=== ysyx_22051086_divider_flat ===
===== src/rtl/ysyx_22051086_divider_if.sv =====
// ysyx_22051086_divider_if: request/result bundle between the EXU and the radix-2 divider.
interface ysyx_22051086_divider_if #(parameter int XLEN = 64);
    logic            div_valid;
    logic            flush;
    logic            divw;
    logic            div_signed;
    logic [XLEN-1:0] dividend;
    logic [XLEN-1:0] divisor;
    logic            div_ready;
    logic            out_valid;
    logic [XLEN-1:0] quotient;
    logic [XLEN-1:0] remainder;
    modport master (
        output div_valid, flush, divw, div_signed, dividend, divisor,
        input  div_ready, out_valid, quotient, remainder
    );
    modport slave (
        input  div_valid, flush, divw, div_signed, dividend, divisor,
        output div_ready, out_valid, quotient, remainder
    );
endinterface


===== src/rtl/ysyx_22051086_divider.sv =====
// ysyx_22051086_divider: multi-cycle restoring divider for DIV/DIVU/REM/REMU and their W forms.
module ysyx_22051086_divider #(
    parameter int XLEN = 64
) (
    input  logic                    clk,
    input  logic                    rst_n,
    ysyx_22051086_divider_if.slave  div_if
);
    localparam int H  = XLEN / 2;
    localparam int CW = $clog2(XLEN);
    typedef enum logic [1:0] {IDLE, RUN, WAIT} state_t;
    state_t          state_q, state_d;
    logic [CW-1:0]   cnt_q, cnt_d;
    logic [XLEN-1:0] a_q, a_d, b_q, b_d, rem_q, rem_d, acc_q, acc_d;
    logic [XLEN-1:0] quot_q, quot_d, rmd_q, rmd_d;
    logic            w_q, w_d, nq_q, nq_d, nr_q, nr_d;
    logic [XLEN-1:0] ea, eb, ma, mb, minv, rem_n, acc_n, q_fix, r_fix;
    logic [XLEN:0]   rem_sh;
    logic            sa, sb, zero, ovf, ge, last;

    function automatic logic [XLEN-1:0] fit(input logic w, input logic s, input logic [XLEN-1:0] x);
        return w ? {{H{s & x[H-1]}}, x[H-1:0]} : x;
    endfunction

    assign ea     = fit(div_if.divw, div_if.div_signed, div_if.dividend);
    assign eb     = fit(div_if.divw, div_if.div_signed, div_if.divisor);
    assign sa     = div_if.div_signed & ea[XLEN-1];
    assign sb     = div_if.div_signed & eb[XLEN-1];
    assign ma     = sa ? -ea : ea;
    assign mb     = sb ? -eb : eb;
    assign minv   = div_if.divw ? {{(H+1){1'b1}}, {(H-1){1'b0}}} : {1'b1, {(XLEN-1){1'b0}}};
    assign zero   = eb == '0;
    assign ovf    = div_if.div_signed & (eb == '1) & (ea == minv);
    // One restoring step: the dividend magnitude is shifted out MSB first from a_q.
    assign rem_sh = {rem_q, a_q[XLEN-1]};
    assign ge     = rem_sh >= {1'b0, b_q};
    assign rem_n  = ge ? XLEN'(rem_sh - {1'b0, b_q}) : rem_sh[XLEN-1:0];
    assign acc_n  = {acc_q[XLEN-2:0], ge};
    assign q_fix  = nq_q ? -acc_n : acc_n;
    assign r_fix  = nr_q ? -rem_n : rem_n;
    assign last   = cnt_q == CW'(w_q ? H - 1 : XLEN - 1);

    always_comb begin
        state_d = state_q;
        cnt_d   = cnt_q;
        a_d     = a_q;
        b_d     = b_q;
        rem_d   = rem_q;
        acc_d   = acc_q;
        quot_d  = quot_q;
        rmd_d   = rmd_q;
        w_d     = w_q;
        nq_d    = nq_q;
        nr_d    = nr_q;
        if (div_if.flush) begin
            state_d = IDLE;
        end else if (state_q == IDLE) begin
            if (div_if.div_valid) begin
                w_d     = div_if.divw;
                nq_d    = sa ^ sb;
                nr_d    = sa;
                a_d     = div_if.divw ? {ma[H-1:0], {H{1'b0}}} : ma;
                b_d     = mb;
                rem_d   = '0;
                acc_d   = '0;
                cnt_d   = '0;
                state_d = (zero | ovf) ? WAIT : RUN;
                if (zero | ovf) begin
                    quot_d = zero ? '1 : fit(div_if.divw, 1'b1, div_if.dividend);
                    rmd_d  = zero ? fit(div_if.divw, 1'b1, div_if.dividend) : '0;
                end
            end
        end else if (state_q == RUN) begin
            a_d   = a_q << 1;
            rem_d = rem_n;
            acc_d = acc_n;
            cnt_d = cnt_q + 1'b1;
            if (last) begin
                state_d = WAIT;
                quot_d  = fit(w_q, 1'b1, q_fix);
                rmd_d   = fit(w_q, 1'b1, r_fix);
            end
        end else begin
            state_d = IDLE;
        end
    end

    always_ff @(posedge clk or negedge rst_n) begin
        if (!rst_n) begin
            state_q <= IDLE;
            cnt_q   <= '0;
            a_q     <= '0;
            b_q     <= '0;
            rem_q   <= '0;
            acc_q   <= '0;
            quot_q  <= '0;
            rmd_q   <= '0;
            w_q     <= 1'b0;
            nq_q    <= 1'b0;
            nr_q    <= 1'b0;
        end else begin
            state_q <= state_d;
            cnt_q   <= cnt_d;
            a_q     <= a_d;
            b_q     <= b_d;
            rem_q   <= rem_d;
            acc_q   <= acc_d;
            quot_q  <= quot_d;
            rmd_q   <= rmd_d;
            w_q     <= w_d;
            nq_q    <= nq_d;
            nr_q    <= nr_d;
        end
    end

    assign div_if.div_ready = state_q == IDLE;
    assign div_if.out_valid = (state_q == WAIT) & ~div_if.flush;
    assign div_if.quotient  = quot_q;
    assign div_if.remainder = rmd_q;
endmodule


===== src/flat_wrapper.sv =====
// flat-port wrapper written by rule: the top's interface ports become plain ports
module ysyx_22051086_divider_flat 
#(
    parameter int XLEN = 64
)
  (clk, rst_n, div_if_div_valid, div_if_flush, div_if_divw, div_if_div_signed, div_if_dividend, div_if_divisor, div_if_div_ready, div_if_out_valid, div_if_quotient, div_if_remainder);
  ysyx_22051086_divider_if #(.XLEN(XLEN)) div_if_i ();
  input  logic clk;
  input  logic rst_n;
  input wire logic [$bits(div_if_i.div_valid)-1:0] div_if_div_valid;
  input wire logic [$bits(div_if_i.flush)-1:0] div_if_flush;
  input wire logic [$bits(div_if_i.divw)-1:0] div_if_divw;
  input wire logic [$bits(div_if_i.div_signed)-1:0] div_if_div_signed;
  input wire logic [$bits(div_if_i.dividend)-1:0] div_if_dividend;
  input wire logic [$bits(div_if_i.divisor)-1:0] div_if_divisor;
  output wire logic [$bits(div_if_i.div_ready)-1:0] div_if_div_ready;
  output wire logic [$bits(div_if_i.out_valid)-1:0] div_if_out_valid;
  output wire logic [$bits(div_if_i.quotient)-1:0] div_if_quotient;
  output wire logic [$bits(div_if_i.remainder)-1:0] div_if_remainder;
  assign div_if_i.div_valid = div_if_div_valid;
  assign div_if_i.flush = div_if_flush;
  assign div_if_i.divw = div_if_divw;
  assign div_if_i.div_signed = div_if_div_signed;
  assign div_if_i.dividend = div_if_dividend;
  assign div_if_i.divisor = div_if_divisor;
  assign div_if_div_ready = div_if_i.div_ready;
  assign div_if_out_valid = div_if_i.out_valid;
  assign div_if_quotient = div_if_i.quotient;
  assign div_if_remainder = div_if_i.remainder;
  ysyx_22051086_divider #(.XLEN(XLEN)) u_core (.clk(clk), .rst_n(rst_n), .div_if(div_if_i));
endmodule

===== config.mk =====
export PLATFORM = sky130hd
export DESIGN_NAME = ysyx_22051086_divider_flat
export DESIGN_NICKNAME = d
export VERILOG_FILES = /design/src/rtl/ysyx_22051086_divider_if.sv /design/src/rtl/ysyx_22051086_divider.sv /design/src/flat_wrapper.sv
export SDC_FILE = /design/constraint.sdc
export NUM_CORES = 1
export LEC_CHECK = 0
export CAP_MARGIN = 5
export CORE_MARGIN = 8
export CORE_UTILIZATION = 49
export DETAILED_ROUTE_END_ITERATION = 10
export PLACE_DENSITY = 0.71
export SYNTH_ARGS = -nofsm -noshare
export SYNTH_HDL_FRONTEND = slang
export SYNTH_SLANG_ARGS = --single-unit

===== constraint.sdc =====
create_clock -name clk -period 5.6 [get_ports clk]
set_input_delay 0.56 -clock clk [delete_from_list [all_inputs] [get_ports clk]]
set_output_delay 0.56 -clock clk [all_outputs]
set_load 0.1 [all_outputs]

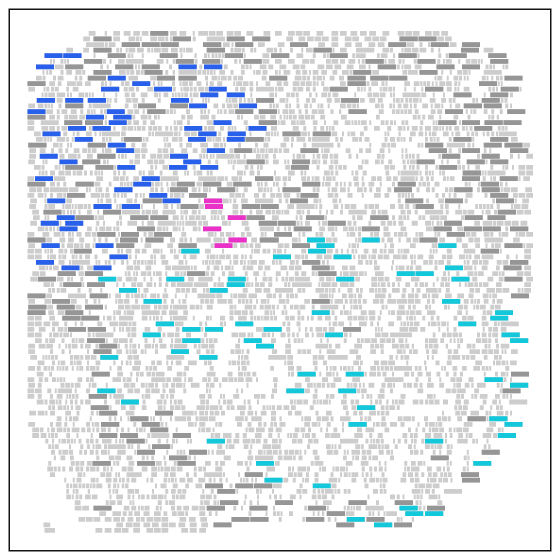
ysyx_22051086_divider_flat/registers.png
Cyan shows u_core.rem_q, flops 64. Blue shows u_core.acc_q, flops 63, where top left. Magenta shows u_core.cnt_q, flops 6, where middle.
Another 261 sequential cells are not colored.

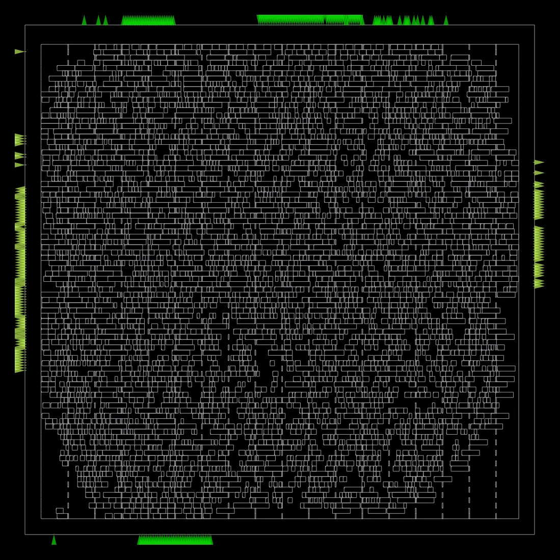
ysyx_22051086_divider_flat/final_placement.png
filler instances: 5641
# Taps: 782
Util after Layout: 0.590
sequential share of cell area: 0.277
row count: 90

==> impl_metrics.env <==
# yosys + openroad results
export IMPL_outcome="completed"
export IMPL_end_kind="flop"
export IMPL_post_dp_cell_area_mm2=0.0339
export IMPL_grtUsageTotal=0.353
export IMPL_cts_tree="done"
export IMPL_comb_share=0.526
export IMPL_core_area_mm2=0.0604
export IMPL_vdd_ir_drop_max_v=0.000678
export IMPL_antenna_found_initial=7
export IMPL_synth_flops=394
export IMPL_cpLargestDelayFamily="AND-OR/OR-AND gates"
export IMPL_cts_made_buffers=46
export IMPL_core_util_floorplan=0.495
export IMPL_grt_pass1_vias=29900
export IMPL_remaining_drc_errors=0
export IMPL_hold_viol=0
export IMPL_synth_xor_area_share=0.0788
export IMPL_worstPathMaxFanout=9
export IMPL_antennaDiodeCount=3
export IMPL_reg2reg_depth=21
export IMPL_grt_util_met2=0.521
export IMPL_clk_pin_slew_ns=0.07
export IMPL_met1_usage=0.486
export IMPL_switching_power_mw=14.0
export IMPL_grt_max_degree=148
export IMPL_synth_top_cell_by_count="nand2_1"
export IMPL_dr_pass1_iters=6
export IMPL_ctsLongestPathBuffers=3
export IMPL_swShare=0.568
export IMPL_drive_gt1_frac=0.0947
export IMPL_fin_crit_sh=0.979

=== ext_arbiter ===
ext_arbiter/met2.png
Scale bar: 20 µm.
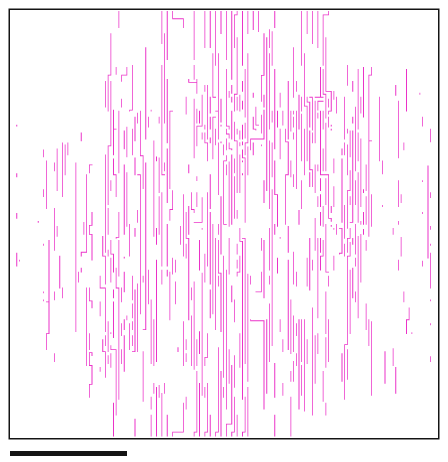
ext_arbiter/metal_stack.png
Only two layers are drawn.
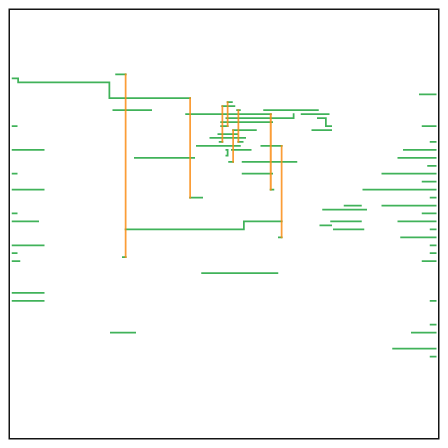
### src/rtl/ext_pkg.sv
// Shared definitions for the immediate extender and its two-requester arbiter.
package ext_pkg;

    localparam int unsigned IMM_W     = 16;
    localparam int unsigned EXT_W     = 32;
    localparam int unsigned EOP_W     = 2;
    localparam int unsigned NREQ      = 2;
    localparam int unsigned REQ_IDX_W = 1;

    localparam logic [EOP_W-1:0] EOP_SEXT     = 2'b00;
    localparam logic [EOP_W-1:0] EOP_ZEXT     = 2'b01;
    localparam logic [EOP_W-1:0] EOP_LUI      = 2'b10;
    localparam logic [EOP_W-1:0] EOP_SEXT_SL2 = 2'b11;

endpackage

### src/rtl/ext.sv
// Combinational immediate extender: sign/zero extend, upper-load, or sign-extend shifted by 2.
module ext
    import ext_pkg::*;
(
    input  logic [IMM_W-1:0] imm,
    input  logic [EOP_W-1:0] EOp,
    output logic [EXT_W-1:0] ext
);

    localparam int unsigned PAD_W = EXT_W - IMM_W;

    always_comb begin
        ext = '0;
        case (EOp)
            EOP_SEXT:     ext = {{PAD_W{imm[IMM_W-1]}}, imm};
            EOP_ZEXT:     ext = {{PAD_W{1'b0}}, imm};
            EOP_LUI:      ext = {imm, {PAD_W{1'b0}}};
            // top two bits of the shifted sign extension fall off the word
            EOP_SEXT_SL2: ext = {{(PAD_W-2){imm[IMM_W-1]}}, imm, 2'b00};
            default:      ext = '0;
        endcase
    end

endmodule

### src/rtl/ext_arbiter.sv
// Round-robin sharing of one immediate extender between two valid/ready requesters,
// with a single registered valid/ready output stage.
module ext_arbiter
    import ext_pkg::*;
#(
    parameter bit RR_INIT = 1'b0
) (
    input  logic                 clk,
    input  logic                 rst_n,
    input  logic [NREQ-1:0]      req_valid,
    output logic [NREQ-1:0]      req_ready,
    input  logic [IMM_W-1:0]     req_imm0,
    input  logic [IMM_W-1:0]     req_imm1,
    input  logic [EOP_W-1:0]     req_eop0,
    input  logic [EOP_W-1:0]     req_eop1,
    output logic                 out_valid,
    input  logic                 out_ready,
    output logic [EXT_W-1:0]     out_ext,
    output logic [REQ_IDX_W-1:0] out_src
);

    logic                 ptr_q, ptr_d;
    logic                 out_valid_q, out_valid_d;
    logic [EXT_W-1:0]     out_ext_q, out_ext_d;
    logic [REQ_IDX_W-1:0] out_src_q, out_src_d;

    logic                 can_accept_c;
    logic [NREQ-1:0]      gnt_c;
    logic                 accept_c;
    logic                 sel_c;
    logic [IMM_W-1:0]     imm_c;
    logic [EOP_W-1:0]     eop_c;
    logic [EXT_W-1:0]     ext_c;

    // Grant: pointer holder wins a tie; a lone requester wins regardless of pointer.
    // rst_n gating keeps both grants low for the whole reset assertion.
    always_comb begin
        can_accept_c = !out_valid_q || out_ready;
        gnt_c        = '0;
        if (rst_n && can_accept_c) begin
            gnt_c[0] = req_valid[0] && (!ptr_q || !req_valid[1]);
            gnt_c[1] = req_valid[1] && ( ptr_q || !req_valid[0]);
        end
    end

    assign accept_c  = |gnt_c;
    assign sel_c     = gnt_c[1];
    assign imm_c     = sel_c ? req_imm1 : req_imm0;
    assign eop_c     = sel_c ? req_eop1 : req_eop0;
    assign req_ready = gnt_c;

    ext u_ext (
        .imm (imm_c),
        .EOp (eop_c),
        .ext (ext_c)
    );

    // Output stage: load on accept (covers drain+reload in one cycle), else drain.
    always_comb begin
        ptr_d       = ptr_q;
        out_valid_d = out_valid_q;
        out_ext_d   = out_ext_q;
        out_src_d   = out_src_q;
        if (accept_c) begin
            out_valid_d = 1'b1;
            out_ext_d   = ext_c;
            out_src_d   = REQ_IDX_W'(sel_c);
            ptr_d       = !sel_c;
        end else if (out_ready) begin
            out_valid_d = 1'b0;
        end
    end

    always_ff @(posedge clk or negedge rst_n) begin
        if (!rst_n) begin
            ptr_q       <= RR_INIT;
            out_valid_q <= 1'b0;
            out_ext_q   <= '0;
            out_src_q   <= '0;
        end else begin
            ptr_q       <= ptr_d;
            out_valid_q <= out_valid_d;
            out_ext_q   <= out_ext_d;
            out_src_q   <= out_src_d;
        end
    end

    assign out_valid = out_valid_q;
    assign out_ext   = out_ext_q;
    assign out_src   = out_src_q;

endmodule

### config.mk
export PLATFORM = sky130hd
export DESIGN_NAME = ext_arbiter
export DESIGN_NICKNAME = d
export VERILOG_FILES = /design/src/rtl/ext_pkg.sv /design/src/rtl/ext.sv /design/src/rtl/ext_arbiter.sv
export SDC_FILE = /design/constraint.sdc
export NUM_CORES = 1
export LEC_CHECK = 0
export CORE_UTILIZATION = 39
export CTS_CLUSTER_DIAMETER = 40
export DETAILED_ROUTE_END_ITERATION = 8
export HOLD_SLACK_MARGIN = 0.02
export PLACE_DENSITY = 0.76
export SYNTH_ARGS = -nofsm -noshare
export SYNTH_HDL_FRONTEND = slang
export SYNTH_SLANG_ARGS = --single-unit
### constraint.sdc
create_clock -name clk -period 1.6 [get_ports clk]
set_input_delay 0.16 -clock clk [delete_from_list [all_inputs] [get_ports clk]]
set_output_delay 0.16 -clock clk [all_outputs]
set_load 0.01 [all_outputs]
==> impl_metrics.env <==
# yosys + openroad results
export IMPL_outcome="finished with violations"
export IMPL_violations="negative setup slack"
export IMPL_yosys_top_cells_count="dfrtp_1 (35), nand2_1 (35), a221oi_1 (18)"
export IMPL_use_met3=0.0373
export IMPL_endpoint="out_ext[18]"
export IMPL_slew_viol_final=0
export IMPL_setup_viol=14
export IMPL_cts_resized_gates=15
export IMPL_setup_ws_ns=-0.0533
export IMPL_worstPathMaxFanout=6
export IMPL_drive_gt1_frac=0.240
export IMPL_largestPowerGroup="combinational cells"
export IMPL_final_cell_mix="clkdlybuf4s50_1 (73), buf_4 (40), nand2_1 (35), dfrtp_1 (35), a221oi_1 (18)"
export IMPL_setup_tns_ns=-0.451
export IMPL_mux_share=0.0626
export IMPL_drt_initial_drc_count=235
export IMPL_crit_type="flop to flop"
export IMPL_comb_share=0.332
export IMPL_path_cells="nand2b_4 -> buf_4 -> and4b_1 -> o21bai_4 -> buf_6 -> a21oi_1 -> a211o_1"
export IMPL_dp_cells=363
export IMPL_timing_rr_end="out_ext[18]"
export IMPL_ff_count=35
export IMPL_fin_hold_ws_ns=0.479
## Picture notes: ext_arbiter/met2.png
The layer carries 2830 µm of wire. 315 nets have wire on it. The layer holds 47% of the routed length. The longest straight run is 28.9 µm. The wires run mostly vertical.

## Picture notes: ext_arbiter/metal_stack.png
Orange shows met4, wire length 97.9 µm. Green shows met3, wire length 347 µm.



==> notes/layouts.md <==
Pictures saved along the way, in no particular order.

Wires at chosen ports, followed through buffers.
shot_01.png
Scale bar: 100 µm.
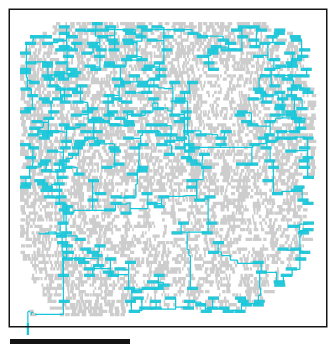
shot_02.png
Scale bar: 20 µm.
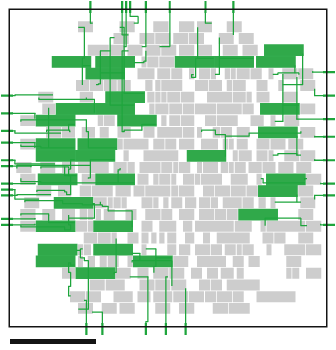
| picture | from |
|---|---|
| shot_02.png | ext_arbiter |
| shot_01.png | ysyx_22051086_divider_flat |

